# ---- button_conditioner_flat ----
button_conditioner_flat/flops_by_reg.png
Scale: 6 px per um. Other sequential cells in the stronger grey, the rest of the logic in the fainter grey.
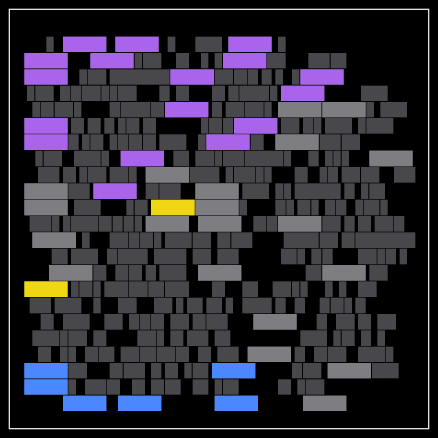

File: config.mk
export PLATFORM = sky130hd
export DESIGN_NAME = button_conditioner_flat
export DESIGN_NICKNAME = d
export VERILOG_FILES = /design/src/rtl/byte_visual_pkg.sv /design/src/rtl/button_conditioner_if.sv /design/src/rtl/button_channel.sv /design/src/rtl/button_conditioner.sv /design/src/flat_wrapper.sv
export SDC_FILE = /design/constraint.sdc
export NUM_CORES = 1
export LEC_CHECK = 0
export ABC_AREA = 0
export ABC_CLOCK_PERIOD_IN_PS = 3700
export CORE_MARGIN = 2
export CORE_UTILIZATION = 64
export CTS_BUF_LIST = sky130_fd_sc_hd__clkbuf_8
export DETAILED_ROUTE_END_ITERATION = 7
export PLACE_DENSITY_LB_ADDON = 0.2
export SYNTH_ARGS = -nofsm -noshare
export SYNTH_HDL_FRONTEND = slang
export SYNTH_HIERARCHICAL = 1
export SYNTH_SLANG_ARGS = --single-unit
File: constraint.sdc
create_clock -name CLK -period 3.7 [get_ports CLK]
set_input_delay 0.925 -clock CLK [delete_from_list [all_inputs] [get_ports CLK]]
set_output_delay 0.925 -clock CLK [all_outputs]
set_load 0.1 [all_outputs]
File: src/rtl/byte_visual_pkg.sv
// rtl/byte_visual_pkg.sv - shared types and constants for the byte-visual LED board input stage
package byte_visual_pkg;

  // Per-button press/repeat state.
  typedef enum logic [1:0] {
    RELEASED = 2'd0,
    HELD     = 2'd1,
    REPEAT   = 2'd2
  } btn_state_t;

  // 10 ms sample period at a 12 MHz system clock.
  localparam int TICK_DIV_10MS = 120000;

  function automatic int max_int(input int a, input int b);
    return (a > b) ? a : b;
  endfunction

endpackage

File: src/rtl/button_conditioner_if.sv
// rtl/button_conditioner_if.sv - raw button inputs and conditioned pulse/level outputs
interface button_conditioner_if;

  logic BUT1;
  logic BUT2;
  logic UP_PULSE;
  logic DOWN_PULSE;
  logic BUT1_LEVEL;
  logic BUT2_LEVEL;

  // Board side: drives the raw buttons, consumes the conditioned signals.
  modport master (
    output BUT1,
    output BUT2,
    input  UP_PULSE,
    input  DOWN_PULSE,
    input  BUT1_LEVEL,
    input  BUT2_LEVEL
  );

  // Conditioner side.
  modport slave (
    input  BUT1,
    input  BUT2,
    output UP_PULSE,
    output DOWN_PULSE,
    output BUT1_LEVEL,
    output BUT2_LEVEL
  );

endinterface

File: src/rtl/button_channel.sv
// rtl/button_channel.sv - one button: synchroniser, debounce, press/auto-repeat FSM
module button_channel
  import byte_visual_pkg::*;
#(
  parameter int STABLE_TICKS       = 3,
  parameter int REPEAT_DELAY_TICKS = 50,
  parameter int REPEAT_RATE_TICKS  = 10,
  parameter int REPEAT_EN          = 1
) (
  input  logic CLK,
  input  logic RST_N,
  input  logic raw,
  input  logic tick,
  output logic level,
  output logic pulse
);

  localparam int CNT_W = $clog2(max_int(REPEAT_DELAY_TICKS, REPEAT_RATE_TICKS) + 1);
  localparam logic [CNT_W-1:0] DELAY_CNT = CNT_W'(REPEAT_DELAY_TICKS);
  localparam logic [CNT_W-1:0] RATE_CNT  = CNT_W'(REPEAT_RATE_TICKS);

  logic [1:0]              sync_q;
  logic                    synced;
  logic [STABLE_TICKS-1:0] samples_q;
  logic [STABLE_TICKS-1:0] samples_next;
  logic                    level_next;

  btn_state_t              state_q;
  btn_state_t              state_next;
  logic [CNT_W-1:0]        cnt_q;
  logic [CNT_W-1:0]        cnt_next;
  logic [CNT_W-1:0]        cnt_inc;
  logic                    pulse_next;

  assign synced = sync_q[1];

  // Two-flop synchroniser for the asynchronous raw button.
  always_ff @(posedge CLK) begin
    if (!RST_N) begin
      sync_q <= 2'b00;
    end else begin
      sync_q <= {sync_q[0], raw};
    end
  end

  // On each tick shift in a sample; a full window of agreeing samples sets the level.
  always_comb begin
    samples_next = samples_q;
    level_next   = level;
    if (tick) begin
      samples_next = {samples_q[STABLE_TICKS-2:0], synced};
      if (&samples_next) begin
        level_next = 1'b1;
      end else if (~|samples_next) begin
        level_next = 1'b0;
      end
    end
  end

  // Sample window and debounced level registers.
  always_ff @(posedge CLK) begin
    if (!RST_N) begin
      samples_q <= '0;
      level     <= 1'b0;
    end else begin
      samples_q <= samples_next;
      level     <= level_next;
    end
  end

  // Press/repeat decisions. A release is detected from level_next so that a level
  // falling on the same tick as a due repeat suppresses that repeat.
  always_comb begin
    state_next = state_q;
    cnt_next   = cnt_q;
    pulse_next = 1'b0;
    cnt_inc    = cnt_q + CNT_W'(1);
    case (state_q)
      RELEASED: begin
        if (level) begin
          pulse_next = 1'b1;
          cnt_next   = '0;
          state_next = HELD;
        end
      end
      HELD: begin
        if (!level_next) begin
          state_next = RELEASED;
        end else if (tick && (cnt_q != DELAY_CNT)) begin
          // Without auto-repeat the counter parks at the delay value.
          if ((REPEAT_EN != 0) && (cnt_inc == DELAY_CNT)) begin
            pulse_next = 1'b1;
            cnt_next   = '0;
            state_next = REPEAT;
          end else begin
            cnt_next = cnt_inc;
          end
        end
      end
      REPEAT: begin
        if (!level_next) begin
          state_next = RELEASED;
        end else if (tick) begin
          if (cnt_inc == RATE_CNT) begin
            pulse_next = 1'b1;
            cnt_next   = '0;
          end else begin
            cnt_next = cnt_inc;
          end
        end
      end
      default: begin
        state_next = RELEASED;
      end
    endcase
  end

  // FSM state, repeat counter and registered pulse.
  always_ff @(posedge CLK) begin
    if (!RST_N) begin
      state_q <= RELEASED;
      cnt_q   <= '0;
      pulse   <= 1'b0;
    end else begin
      state_q <= state_next;
      cnt_q   <= cnt_next;
      pulse   <= pulse_next;
    end
  end

endmodule

File: src/rtl/button_conditioner.sv
// rtl/button_conditioner.sv - shared sample-tick prescaler and two button channels
module button_conditioner
  import byte_visual_pkg::*;
#(
  parameter int TICK_DIV           = TICK_DIV_10MS,
  parameter int STABLE_TICKS       = 3,
  parameter int REPEAT_DELAY_TICKS = 50,
  parameter int REPEAT_RATE_TICKS  = 10,
  parameter int REPEAT_EN          = 1
) (
  input logic                 CLK,
  input logic                 RST_N,
  button_conditioner_if.slave bus
);

  localparam int DIV_W = $clog2(TICK_DIV);

  logic [DIV_W-1:0] div_q;
  logic             tick;

  assign tick = (div_q == DIV_W'(TICK_DIV - 1));

  // Free-running prescaler; tick marks the last count of each period.
  always_ff @(posedge CLK) begin
    if (!RST_N) begin
      div_q <= '0;
    end else if (tick) begin
      div_q <= '0;
    end else begin
      div_q <= div_q + DIV_W'(1);
    end
  end

  button_channel #(
    .STABLE_TICKS      (STABLE_TICKS),
    .REPEAT_DELAY_TICKS(REPEAT_DELAY_TICKS),
    .REPEAT_RATE_TICKS (REPEAT_RATE_TICKS),
    .REPEAT_EN         (REPEAT_EN)
  ) u_up (
    .CLK  (CLK),
    .RST_N(RST_N),
    .raw  (bus.BUT1),
    .tick (tick),
    .level(bus.BUT1_LEVEL),
    .pulse(bus.UP_PULSE)
  );

  button_channel #(
    .STABLE_TICKS      (STABLE_TICKS),
    .REPEAT_DELAY_TICKS(REPEAT_DELAY_TICKS),
    .REPEAT_RATE_TICKS (REPEAT_RATE_TICKS),
    .REPEAT_EN         (REPEAT_EN)
  ) u_down (
    .CLK  (CLK),
    .RST_N(RST_N),
    .raw  (bus.BUT2),
    .tick (tick),
    .level(bus.BUT2_LEVEL),
    .pulse(bus.DOWN_PULSE)
  );

endmodule
File: src/flat_wrapper.sv
// flat-port wrapper written by rule: the top's interface ports become plain ports
module button_conditioner_flat import byte_visual_pkg::*;
#(
  parameter int TICK_DIV           = TICK_DIV_10MS,
  parameter int STABLE_TICKS       = 3,
  parameter int REPEAT_DELAY_TICKS = 50,
  parameter int REPEAT_RATE_TICKS  = 10,
  parameter int REPEAT_EN          = 1
)
  (CLK, RST_N, bus_BUT1, bus_BUT2, bus_UP_PULSE, bus_DOWN_PULSE, bus_BUT1_LEVEL, bus_BUT2_LEVEL);
  button_conditioner_if bus_i ();
  input logic CLK;
  input logic RST_N;
  input wire logic [$bits(bus_i.BUT1)-1:0] bus_BUT1;
  input wire logic [$bits(bus_i.BUT2)-1:0] bus_BUT2;
  output wire logic [$bits(bus_i.UP_PULSE)-1:0] bus_UP_PULSE;
  output wire logic [$bits(bus_i.DOWN_PULSE)-1:0] bus_DOWN_PULSE;
  output wire logic [$bits(bus_i.BUT1_LEVEL)-1:0] bus_BUT1_LEVEL;
  output wire logic [$bits(bus_i.BUT2_LEVEL)-1:0] bus_BUT2_LEVEL;
  assign bus_i.BUT1 = bus_BUT1;
  assign bus_i.BUT2 = bus_BUT2;
  assign bus_UP_PULSE = bus_i.UP_PULSE;
  assign bus_DOWN_PULSE = bus_i.DOWN_PULSE;
  assign bus_BUT1_LEVEL = bus_i.BUT1_LEVEL;
  assign bus_BUT2_LEVEL = bus_i.BUT2_LEVEL;
  button_conditioner #(.TICK_DIV(TICK_DIV), .STABLE_TICKS(STABLE_TICKS), .REPEAT_DELAY_TICKS(REPEAT_DELAY_TICKS), .REPEAT_RATE_TICKS(REPEAT_RATE_TICKS), .REPEAT_EN(REPEAT_EN)) u_core (.CLK(CLK), .RST_N(RST_N), .bus(bus_i));
endmodule
# ---- dvfs_sequencer ----
[config.mk]
export PLATFORM = sky130hd
export DESIGN_NAME = dvfs_sequencer
export DESIGN_NICKNAME = d
export VERILOG_FILES = /design/src/rtl/dvfs_sequencer.sv
export SDC_FILE = /design/constraint.sdc
export NUM_CORES = 1
export LEC_CHECK = 0
export ABC_AREA = 0
export CAP_MARGIN = 25
export CORE_MARGIN = 10
export CORE_UTILIZATION = 55
export CTS_CLUSTER_DIAMETER = 80
export DETAILED_ROUTE_END_ITERATION = 10
export PLACE_DENSITY = 0.85
export SLEW_MARGIN = 20
export SYNTH_ARGS = -nofsm -noshare
export SYNTH_HDL_FRONTEND = slang
export SYNTH_SLANG_ARGS = --single-unit
[constraint.sdc]
create_clock -name clk -period 5.5 [get_ports clk]
set_input_delay 0.825 -clock clk [delete_from_list [all_inputs] [get_ports clk]]
set_output_delay 0.825 -clock clk [all_outputs]
set_load 0.05 [all_outputs]
[src/rtl/dvfs_sequencer.sv]
// DVFS actuation sequencer: applies freq/volt requests in a voltage-safe order
// (raise voltage, change frequency, lower voltage). Optional macro DVFS_SEQ_PGOOD_EN gates VUP on vreg_pgood.
module dvfs_sequencer #(
    parameter int unsigned VOLT_SETTLE_CYC = 16,
    parameter int unsigned FREQ_LOCK_CYC   = 8,
    parameter int unsigned TMR_W           = 8
`ifdef DVFS_SEQ_PGOOD_EN
    ,
    parameter int unsigned PGOOD_TMO_CYC   = 64
`endif
) (
    input  logic       clk,
    input  logic       reset_n,
    input  logic [1:0] freq_req,
    input  logic [1:0] volt_req,
`ifdef DVFS_SEQ_PGOOD_EN
    input  logic       vreg_pgood,
`endif
    output logic [1:0] vreg_sel,
    output logic [1:0] clk_sel,
    output logic       busy,
    output logic       done,
    output logic       err
);

    typedef enum logic [1:0] {
        S_IDLE = 2'd0,
        S_VUP  = 2'd1,
        S_FCHG = 2'd2,
        S_VDN  = 2'd3
    } state_t;

    localparam logic [TMR_W-1:0] VOLT_LOAD = TMR_W'(VOLT_SETTLE_CYC - 1);
    localparam logic [TMR_W-1:0] FREQ_LOAD = TMR_W'(FREQ_LOCK_CYC - 1);

    state_t           state_q, state_d;
    logic [1:0]       vreg_sel_q, vreg_sel_d;
    logic [1:0]       clk_sel_q, clk_sel_d;
    logic [1:0]       tgt_f_q, tgt_f_d;
    logic [1:0]       tgt_v_q, tgt_v_d;
    logic [TMR_W-1:0] timer_q, timer_d;
    logic             busy_q, busy_d;
    logic             done_q, done_d;
    logic             err_q, err_d;
    logic             launch_q, launch_d;

    logic req_illegal_s, req_new_s;
    logic need_vup_s, need_fchg_s, need_vdn_s;
    logic timer_zero_s, vup_exit_s, pg_tmo_s;

    assign req_illegal_s = (freq_req == 2'b11) || (volt_req == 2'b11);
    assign req_new_s     = {freq_req, volt_req} != {clk_sel_q, vreg_sel_q};
    assign need_vup_s    = tgt_v_q > vreg_sel_q;
    assign need_fchg_s   = tgt_f_q != clk_sel_q;
    assign need_vdn_s    = tgt_v_q < vreg_sel_q;
    assign timer_zero_s  = (timer_q == {TMR_W{1'b0}});

`ifdef DVFS_SEQ_PGOOD_EN
    localparam int unsigned      PG_W    = $clog2(PGOOD_TMO_CYC + 1);
    localparam logic [PG_W-1:0]  PG_LAST = PG_W'(PGOOD_TMO_CYC - 1);

    logic [PG_W-1:0] pg_cnt_q, pg_cnt_d;
    logic [1:0]      orig_v_q, orig_v_d;

    assign vup_exit_s = timer_zero_s && vreg_pgood;
    assign pg_tmo_s   = (state_q == S_VUP) && (pg_cnt_q == PG_LAST) && !vup_exit_s;
`else
    assign vup_exit_s = timer_zero_s;
    assign pg_tmo_s   = 1'b0;
`endif

    // State and datapath registers
    always_ff @(posedge clk) begin
        if (!reset_n) begin
            state_q    <= S_IDLE;
            vreg_sel_q <= 2'b00;
            clk_sel_q  <= 2'b00;
            tgt_f_q    <= 2'b00;
            tgt_v_q    <= 2'b00;
            timer_q    <= {TMR_W{1'b0}};
            busy_q     <= 1'b0;
            done_q     <= 1'b0;
            err_q      <= 1'b0;
            launch_q   <= 1'b0;
`ifdef DVFS_SEQ_PGOOD_EN
            pg_cnt_q   <= {PG_W{1'b0}};
            orig_v_q   <= 2'b00;
`endif
        end else begin
            state_q    <= state_d;
            vreg_sel_q <= vreg_sel_d;
            clk_sel_q  <= clk_sel_d;
            tgt_f_q    <= tgt_f_d;
            tgt_v_q    <= tgt_v_d;
            timer_q    <= timer_d;
            busy_q     <= busy_d;
            done_q     <= done_d;
            err_q      <= err_d;
            launch_q   <= launch_d;
`ifdef DVFS_SEQ_PGOOD_EN
            pg_cnt_q   <= pg_cnt_d;
            orig_v_q   <= orig_v_d;
`endif
        end
    end

    // Next-state: the first needed stage in VUP -> FCHG -> VDN order
    always_comb begin
        state_d = state_q;
        case (state_q)
            S_IDLE: begin
                if (launch_q) begin
                    if (need_vup_s) begin
                        state_d = S_VUP;
                    end else if (need_fchg_s) begin
                        state_d = S_FCHG;
                    end else if (need_vdn_s) begin
                        state_d = S_VDN;
                    end else begin
                        state_d = S_IDLE;
                    end
                end else begin
                    state_d = S_IDLE;
                end
            end
            S_VUP: begin
                if (pg_tmo_s) begin
                    state_d = S_IDLE;
                end else if (vup_exit_s) begin
                    state_d = need_fchg_s ? S_FCHG : S_IDLE;
                end else begin
                    state_d = S_VUP;
                end
            end
            S_FCHG: begin
                if (timer_zero_s) begin
                    state_d = need_vdn_s ? S_VDN : S_IDLE;
                end else begin
                    state_d = S_FCHG;
                end
            end
            S_VDN: begin
                state_d = timer_zero_s ? S_IDLE : S_VDN;
            end
            default: begin
                state_d = S_IDLE;
            end
        endcase
    end

    // Register updates: request capture in IDLE, output/timer load on stage entry
    always_comb begin
        vreg_sel_d = vreg_sel_q;
        clk_sel_d  = clk_sel_q;
        tgt_f_d    = tgt_f_q;
        tgt_v_d    = tgt_v_q;
        timer_d    = timer_zero_s ? timer_q : timer_q - 1'b1;
        busy_d     = busy_q;
        done_d     = 1'b0;
        err_d      = 1'b0;
        launch_d   = 1'b0;
`ifdef DVFS_SEQ_PGOOD_EN
        pg_cnt_d   = pg_cnt_q + 1'b1;
        orig_v_d   = orig_v_q;
`endif
        if ((state_q == S_IDLE) && !launch_q) begin
            if (req_illegal_s) begin
                err_d = 1'b1;
            end else if (req_new_s) begin
                tgt_f_d  = freq_req;
                tgt_v_d  = volt_req;
                launch_d = 1'b1;
`ifdef DVFS_SEQ_PGOOD_EN
                orig_v_d = vreg_sel_q;
`endif
            end else begin
                launch_d = 1'b0;
            end
        end else if (state_d != state_q) begin
            case (state_d)
                S_VUP: begin
                    vreg_sel_d = tgt_v_q;
                    timer_d    = VOLT_LOAD;
                    busy_d     = 1'b1;
`ifdef DVFS_SEQ_PGOOD_EN
                    pg_cnt_d   = {PG_W{1'b0}};
`endif
                end
                S_FCHG: begin
                    clk_sel_d = tgt_f_q;
                    timer_d   = FREQ_LOAD;
                    busy_d    = 1'b1;
                end
                S_VDN: begin
                    vreg_sel_d = tgt_v_q;
                    timer_d    = VOLT_LOAD;
                    busy_d     = 1'b1;
                end
                S_IDLE: begin
                    busy_d = 1'b0;
                    if (pg_tmo_s) begin
                        err_d = 1'b1;
`ifdef DVFS_SEQ_PGOOD_EN
                        vreg_sel_d = orig_v_q;
`endif
                    end else begin
                        done_d = 1'b1;
                    end
                end
                default: begin
                    busy_d = busy_q;
                end
            endcase
        end else begin
            busy_d = busy_q;
        end
    end

    // Outputs come straight from registers
    always_comb begin
        vreg_sel = vreg_sel_q;
        clk_sel  = clk_sel_q;
        busy     = busy_q;
        done     = done_q;
        err      = err_q;
    end

endmodule


==> screenshots <==
Routing congestion map.
panel A
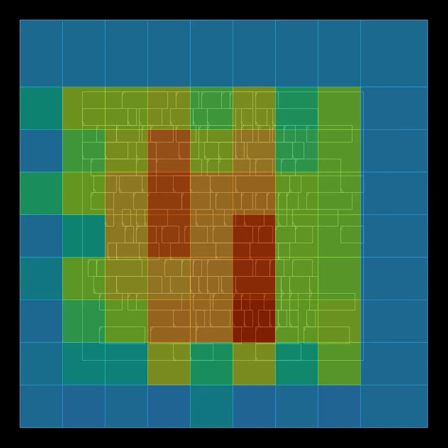
panel B
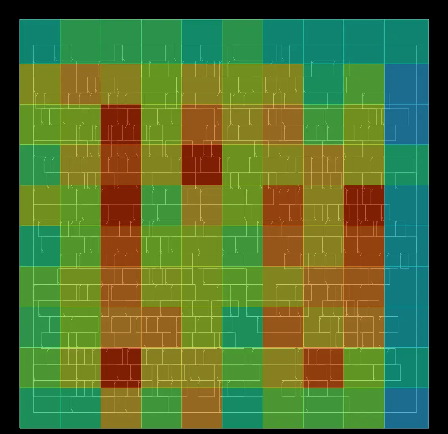
The one with the highest track usage is panel B.
dvfs_sequencer -> panel A
button_conditioner_flat -> panel B

button_conditioner_flat/wires.png
Scale: 6 px per um.
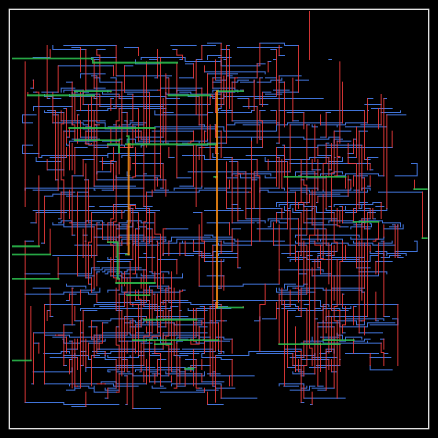
colour	layer	wire length
orange	metal 4	54.4 um
blue	metal 1	2580 um
green	metal 3	201 um
red	metal 2	2490 um

## Picture notes: button_conditioner_flat/flops_by_reg.png
colour	signal	sequential cells
purple	u_core/div_q	17
blue	u_core/u_up/cnt_q	6
yellow	u_core/u_up/sync_q	2
flop share of the area: 0.3107
seq pwr: 0.000498 W
fin util: 0.7094

==> impl_metrics.tcl, button_conditioner_flat <==
# flow metrics
set metrics [dict create \
    slowest_delay_ns 0.54 \
    status "finished, final reports clean" \
    final_common_cell "dfxtp_1" \
    cts.sinks 45 \
    critPathTopFamily "simple AND/OR/NAND/NOR gates" \
    diodes 0 \
    crit_required_ns 3.93 \
    endpoint_kind "flip-flop" \
    top_area_frac 0.3267 \
    fin_setup_tns_ns 0 \
    crit_cells 10 \
    largest-register "u_core/div_q" \
    ys_sh_simple 0.2795 \
    endpoint "u_core/u_down/cnt_q[4]$_SDFFE_PN0P_" \
    reg2reg_to "u_core/u_down/cnt_q[4]$_SDFFE_PN0P_" \
    grt_first_pass_wirelength_mm 9.611 \
]
dvfs_sequencer/clk_routes.png
Scale: 4 px per um.
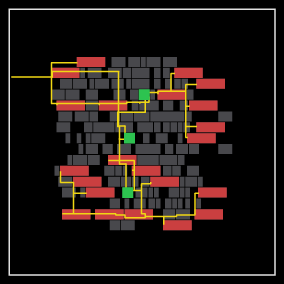
[red] flip-flops | count: 22
[yellow] clock wires | length: 255 um
[green] clock drivers | count: 3
routed clock nets	4
P_clk: 0.0000881 W
Clock Power Share: 0.152
clock latency on the worst-skew pair: 0.31 ns
Post-Route Skew: 0.001536 ns

==> impl_metrics.tcl, dvfs_sequencer <==
# flow metrics
set metrics [dict create \
    layout.area.seq_um2 440.4 \
    startpoint_type "flip-flop" \
    maxSlewViolCount 0 \
    post-route-util 0.6730 \
    top_area_cell "dfxtp_1" \
    critPathTopFamily "buffers and inverters" \
    grt_overflow 0 \
    power_leader "combinational logic" \
    post-synth-top-count-cell "dfxtp_1" \
    detail-route-antenna-nets 0 \
    status "finished, final reports clean" \
    grt_pass1_vias 959 \
    max_cap_violations 0 \
    drt_iter0_markers 33 \
    cts-buffers-inserted 3 \
    core_um2 1982 \
    postCtsSetupRepairBufs 0 \
]

# ---- dmem_store_buffer ----
dmem_store_buffer/wires.png
Scale: 1.5 px per um.
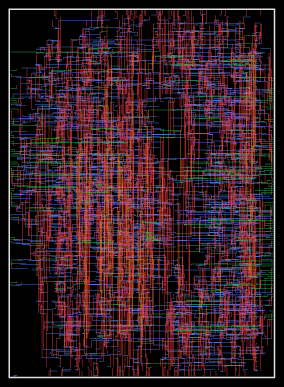
dmem_store_buffer/layer_met4.png
Scale: 1.5 px per um.
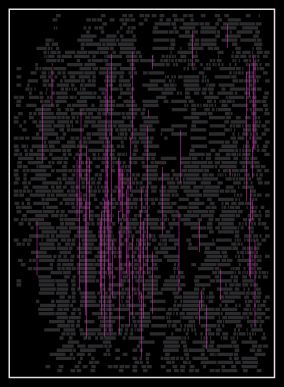
dmem_store_buffer/congestion.png
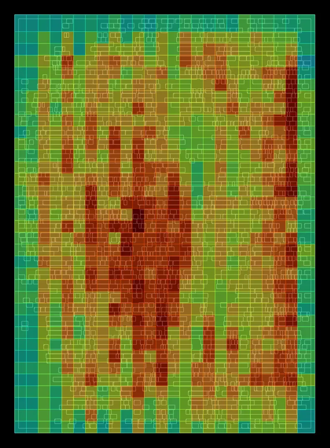
<file path="src/rtl/dmem_store_buffer.sv">
// Posted-write buffer between the core data port and the data-memory bus.
// Stores queue in a circular FIFO and drain over req/ack; loads forward from the youngest matching entry.
module dmem_store_buffer #(
   parameter int unsigned DEPTH = 4
) (
   input  logic                       i_clk,
   input  logic                       i_resetn,
   input  logic [31:0]                i_core_addr,
   input  logic [31:0]                i_core_wdata,
   input  logic                       i_core_wmem,
   output logic [31:0]                o_core_rdata,
   output logic                       o_core_stall,
   output logic [31:0]                o_mem_raddr,
   input  logic [31:0]                i_mem_rdata,
   output logic                       o_mem_req,
   output logic [31:0]                o_mem_addr,
   output logic [31:0]                o_mem_wdata,
   input  logic                       i_mem_ack,
   output logic [$clog2(DEPTH):0]     o_count,
   output logic                       o_empty
);

   localparam int unsigned PW = $clog2(DEPTH);
   localparam int unsigned CW = PW + 1;

   logic [PW-1:0] head_q, head_d;
   logic [PW-1:0] tail_q, tail_d;
   logic [CW-1:0] count_q, count_d;
   logic [29:0]   addr_q [DEPTH];
   logic [29:0]   addr_d [DEPTH];
   logic [31:0]   data_q [DEPTH];
   logic [31:0]   data_d [DEPTH];

   logic full;
   logic nonempty;
   logic drain;
   logic accept;

   assign full     = (count_q == CW'(DEPTH));
   assign nonempty = (count_q != '0);
   assign drain    = nonempty & i_mem_ack;
   // A full buffer still takes a store when its head leaves in the same cycle.
   assign accept   = i_core_wmem & (~full | drain);

   assign o_core_stall = i_core_wmem & ~accept;
   assign o_mem_raddr  = i_core_addr;
   assign o_mem_req    = nonempty;
   assign o_mem_addr   = nonempty ? {addr_q[head_q], 2'b00} : '0;
   assign o_mem_wdata  = nonempty ? data_q[head_q] : '0;
   assign o_count      = count_q;
   assign o_empty      = ~nonempty;

   // Walk oldest to youngest so the last hit (closest to tail) wins.
   always_comb begin
      logic [PW-1:0] idx;
      o_core_rdata = i_mem_rdata;
      idx          = '0;
      for (int unsigned i = 0; i < DEPTH; i++) begin
         idx = head_q + PW'(i);
         if ((CW'(i) < count_q) && (addr_q[idx] == i_core_addr[31:2])) begin
            o_core_rdata = data_q[idx];
         end
      end
   end

   always_comb begin
      head_d  = head_q;
      tail_d  = tail_q;
      count_d = count_q;
      addr_d  = addr_q;
      data_d  = data_q;
      if (accept) begin
         addr_d[tail_q] = i_core_addr[31:2];
         data_d[tail_q] = i_core_wdata;
         tail_d         = tail_q + PW'(1);
      end
      if (drain) begin
         head_d = head_q + PW'(1);
      end
      case ({accept, drain})
         2'b10:   count_d = count_q + CW'(1);
         2'b01:   count_d = count_q - CW'(1);
         default: count_d = count_q;
      endcase
   end

   always_ff @(posedge i_clk) begin
      if (!i_resetn) begin
         head_q  <= '0;
         tail_q  <= '0;
         count_q <= '0;
      end else begin
         head_q  <= head_d;
         tail_q  <= tail_d;
         count_q <= count_d;
      end
   end

   // Entry storage is deliberately left untouched by reset; validity comes from count.
   always_ff @(posedge i_clk) begin
      addr_q <= addr_d;
      data_q <= data_d;
   end

endmodule

</file>
<file path="config.mk">
export PLATFORM = sky130hd
export DESIGN_NAME = dmem_store_buffer
export DESIGN_NICKNAME = d
export VERILOG_FILES = /design/src/rtl/dmem_store_buffer.sv
export SDC_FILE = /design/constraint.sdc
export NUM_CORES = 1
export LEC_CHECK = 0
export CORE_ASPECT_RATIO = 1.4
export CORE_MARGIN = 2
export CORE_UTILIZATION = 43
export CTS_CLUSTER_DIAMETER = 150
export DETAILED_ROUTE_END_ITERATION = 12
export REMOVE_ABC_BUFFERS = 1
export SETUP_SLACK_MARGIN = 0.05
export SYNTH_ARGS = -nofsm -noshare
export SYNTH_HDL_FRONTEND = slang
export SYNTH_SLANG_ARGS = --single-unit
</file>
<file path="constraint.sdc">
create_clock -name i_clk -period 4 [get_ports i_clk]
set_input_delay 0.6 -clock i_clk [delete_from_list [all_inputs] [get_ports i_clk]]
set_output_delay 0.6 -clock i_clk [all_outputs]
set_load 0.02 [all_outputs]
</file>
==> impl_metrics.tcl <==
# flow metrics
set metrics [dict create \
    status "finished, violations left" \
    violations "negative setup slack" \
    cts.sinks 255 \
    sh_comb_area 0.3966 \
    endpoint_kind "output pin" \
    buffer_area_frac 0.2272 \
    dieArea_um2 42980 \
    hp-class "flip-flop to flip-flop" \
    setup_viol 32 \
    fin_ws_ns -0.5486 \
    grt_max_degree 65 \
    totalWireLength_mm 57.36 \
    cp_max_fo 7 \
    critPathSlowestCell "or4_4" \
    num-nonclk-inverters 21 \
    combPwrFrac 0.562 \
    hold_viol 0 \
    clkLatencyLatePin_ns 0.55 \
    initCoreUtil 0.4338 \
    syn_inst 1453 \
    post-place-ws_ns -0.8661 \
    fin_setup_tns_ns -16.44 \
    finalCriticalPeriod_ns 4.549 \
    detail-route-antenna-nets 0 \
    largest_reg_flops 128 \
    maxSlewViolCount 0 \
    synth_seq_share 0.4270 \
    diodes 1 \
    worstSetupStartpoint "head_q[0]$_SDFFE_PN0P_" \
    intPower_w 0.008061 \
    firstDrtPassIters 5 \
    gp_congestion 0.9911 \
    die_w_um 175.8 \
    worst_r2r_path_depth 6 \
    routed_via_density 5.702 \
    dp.cells 2357 \
    ys_sh_simple 0.1109 \
    hold_slack_ns 0.5157 \
    topCellsByArea "edfxtp_1 (42%), mux4_2 (9.4%), mux2i_1 (8.6%)" \
    ys_top_cells_by_count "edfxtp_1 (248), mux2i_1 (152), a21oi_1 (79)" \
    postCtsSetupRepairBufs 27 \
]
About dmem_store_buffer/wires.png:
colour	layer	wire length
green	metal 3	3210 um
blue	metal 1	21.8 mm
orange	metal 4	2750 um
red	metal 2	29.6 mm
overall routing resource usage: 0.2538
Vias: 13990

About dmem_store_buffer/layer_met4.png:
nets with wire on the layer	48
longest straight run	127 um
wire length on this layer	2750 um
main direction	vertical
share of all routed wire	4.8%

About dmem_store_buffer/congestion.png:
WL/cell: 23.37 um
M2 GR Usage: 0.4599
global routing's busiest layer: met2
fin util: 0.5944
GR Util met3: 0.02830



==> gallery <==
A small window of the routed layout.
picture 1
Window x 42 to 62, y 7 to 27 um. Cells in grey, sequential cells in the stronger grey; small squares are vias.
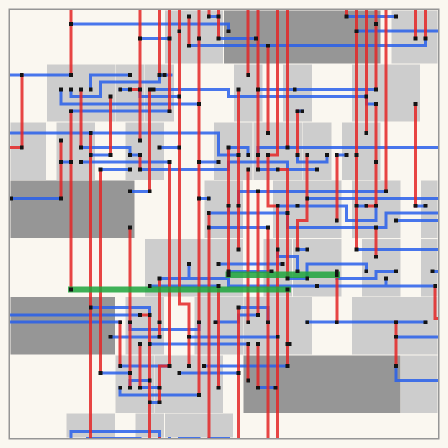
picture 2
Window x 122 to 142, y 51 to 71 um. Cells in grey, sequential cells in the stronger grey; small squares are vias.
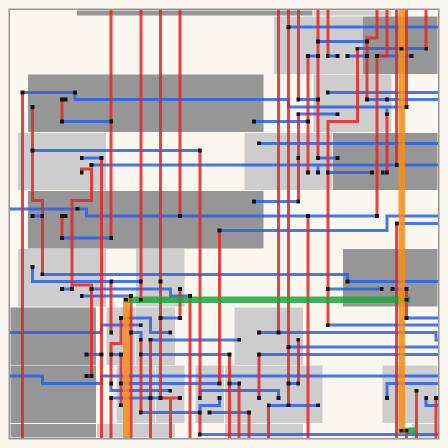
picture 3
Window x 40 to 60, y 7 to 27 um. Cells in grey, sequential cells in the stronger grey; small squares are vias.
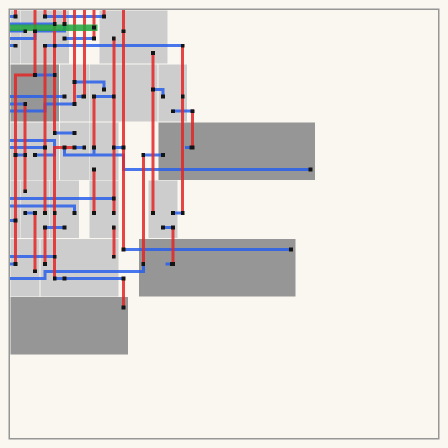
- dmem_store_buffer = picture 2
- dvfs_sequencer = picture 3
- button_conditioner_flat = picture 1

Power figures rest on the tool's default switching activity, not on a simulated workload.
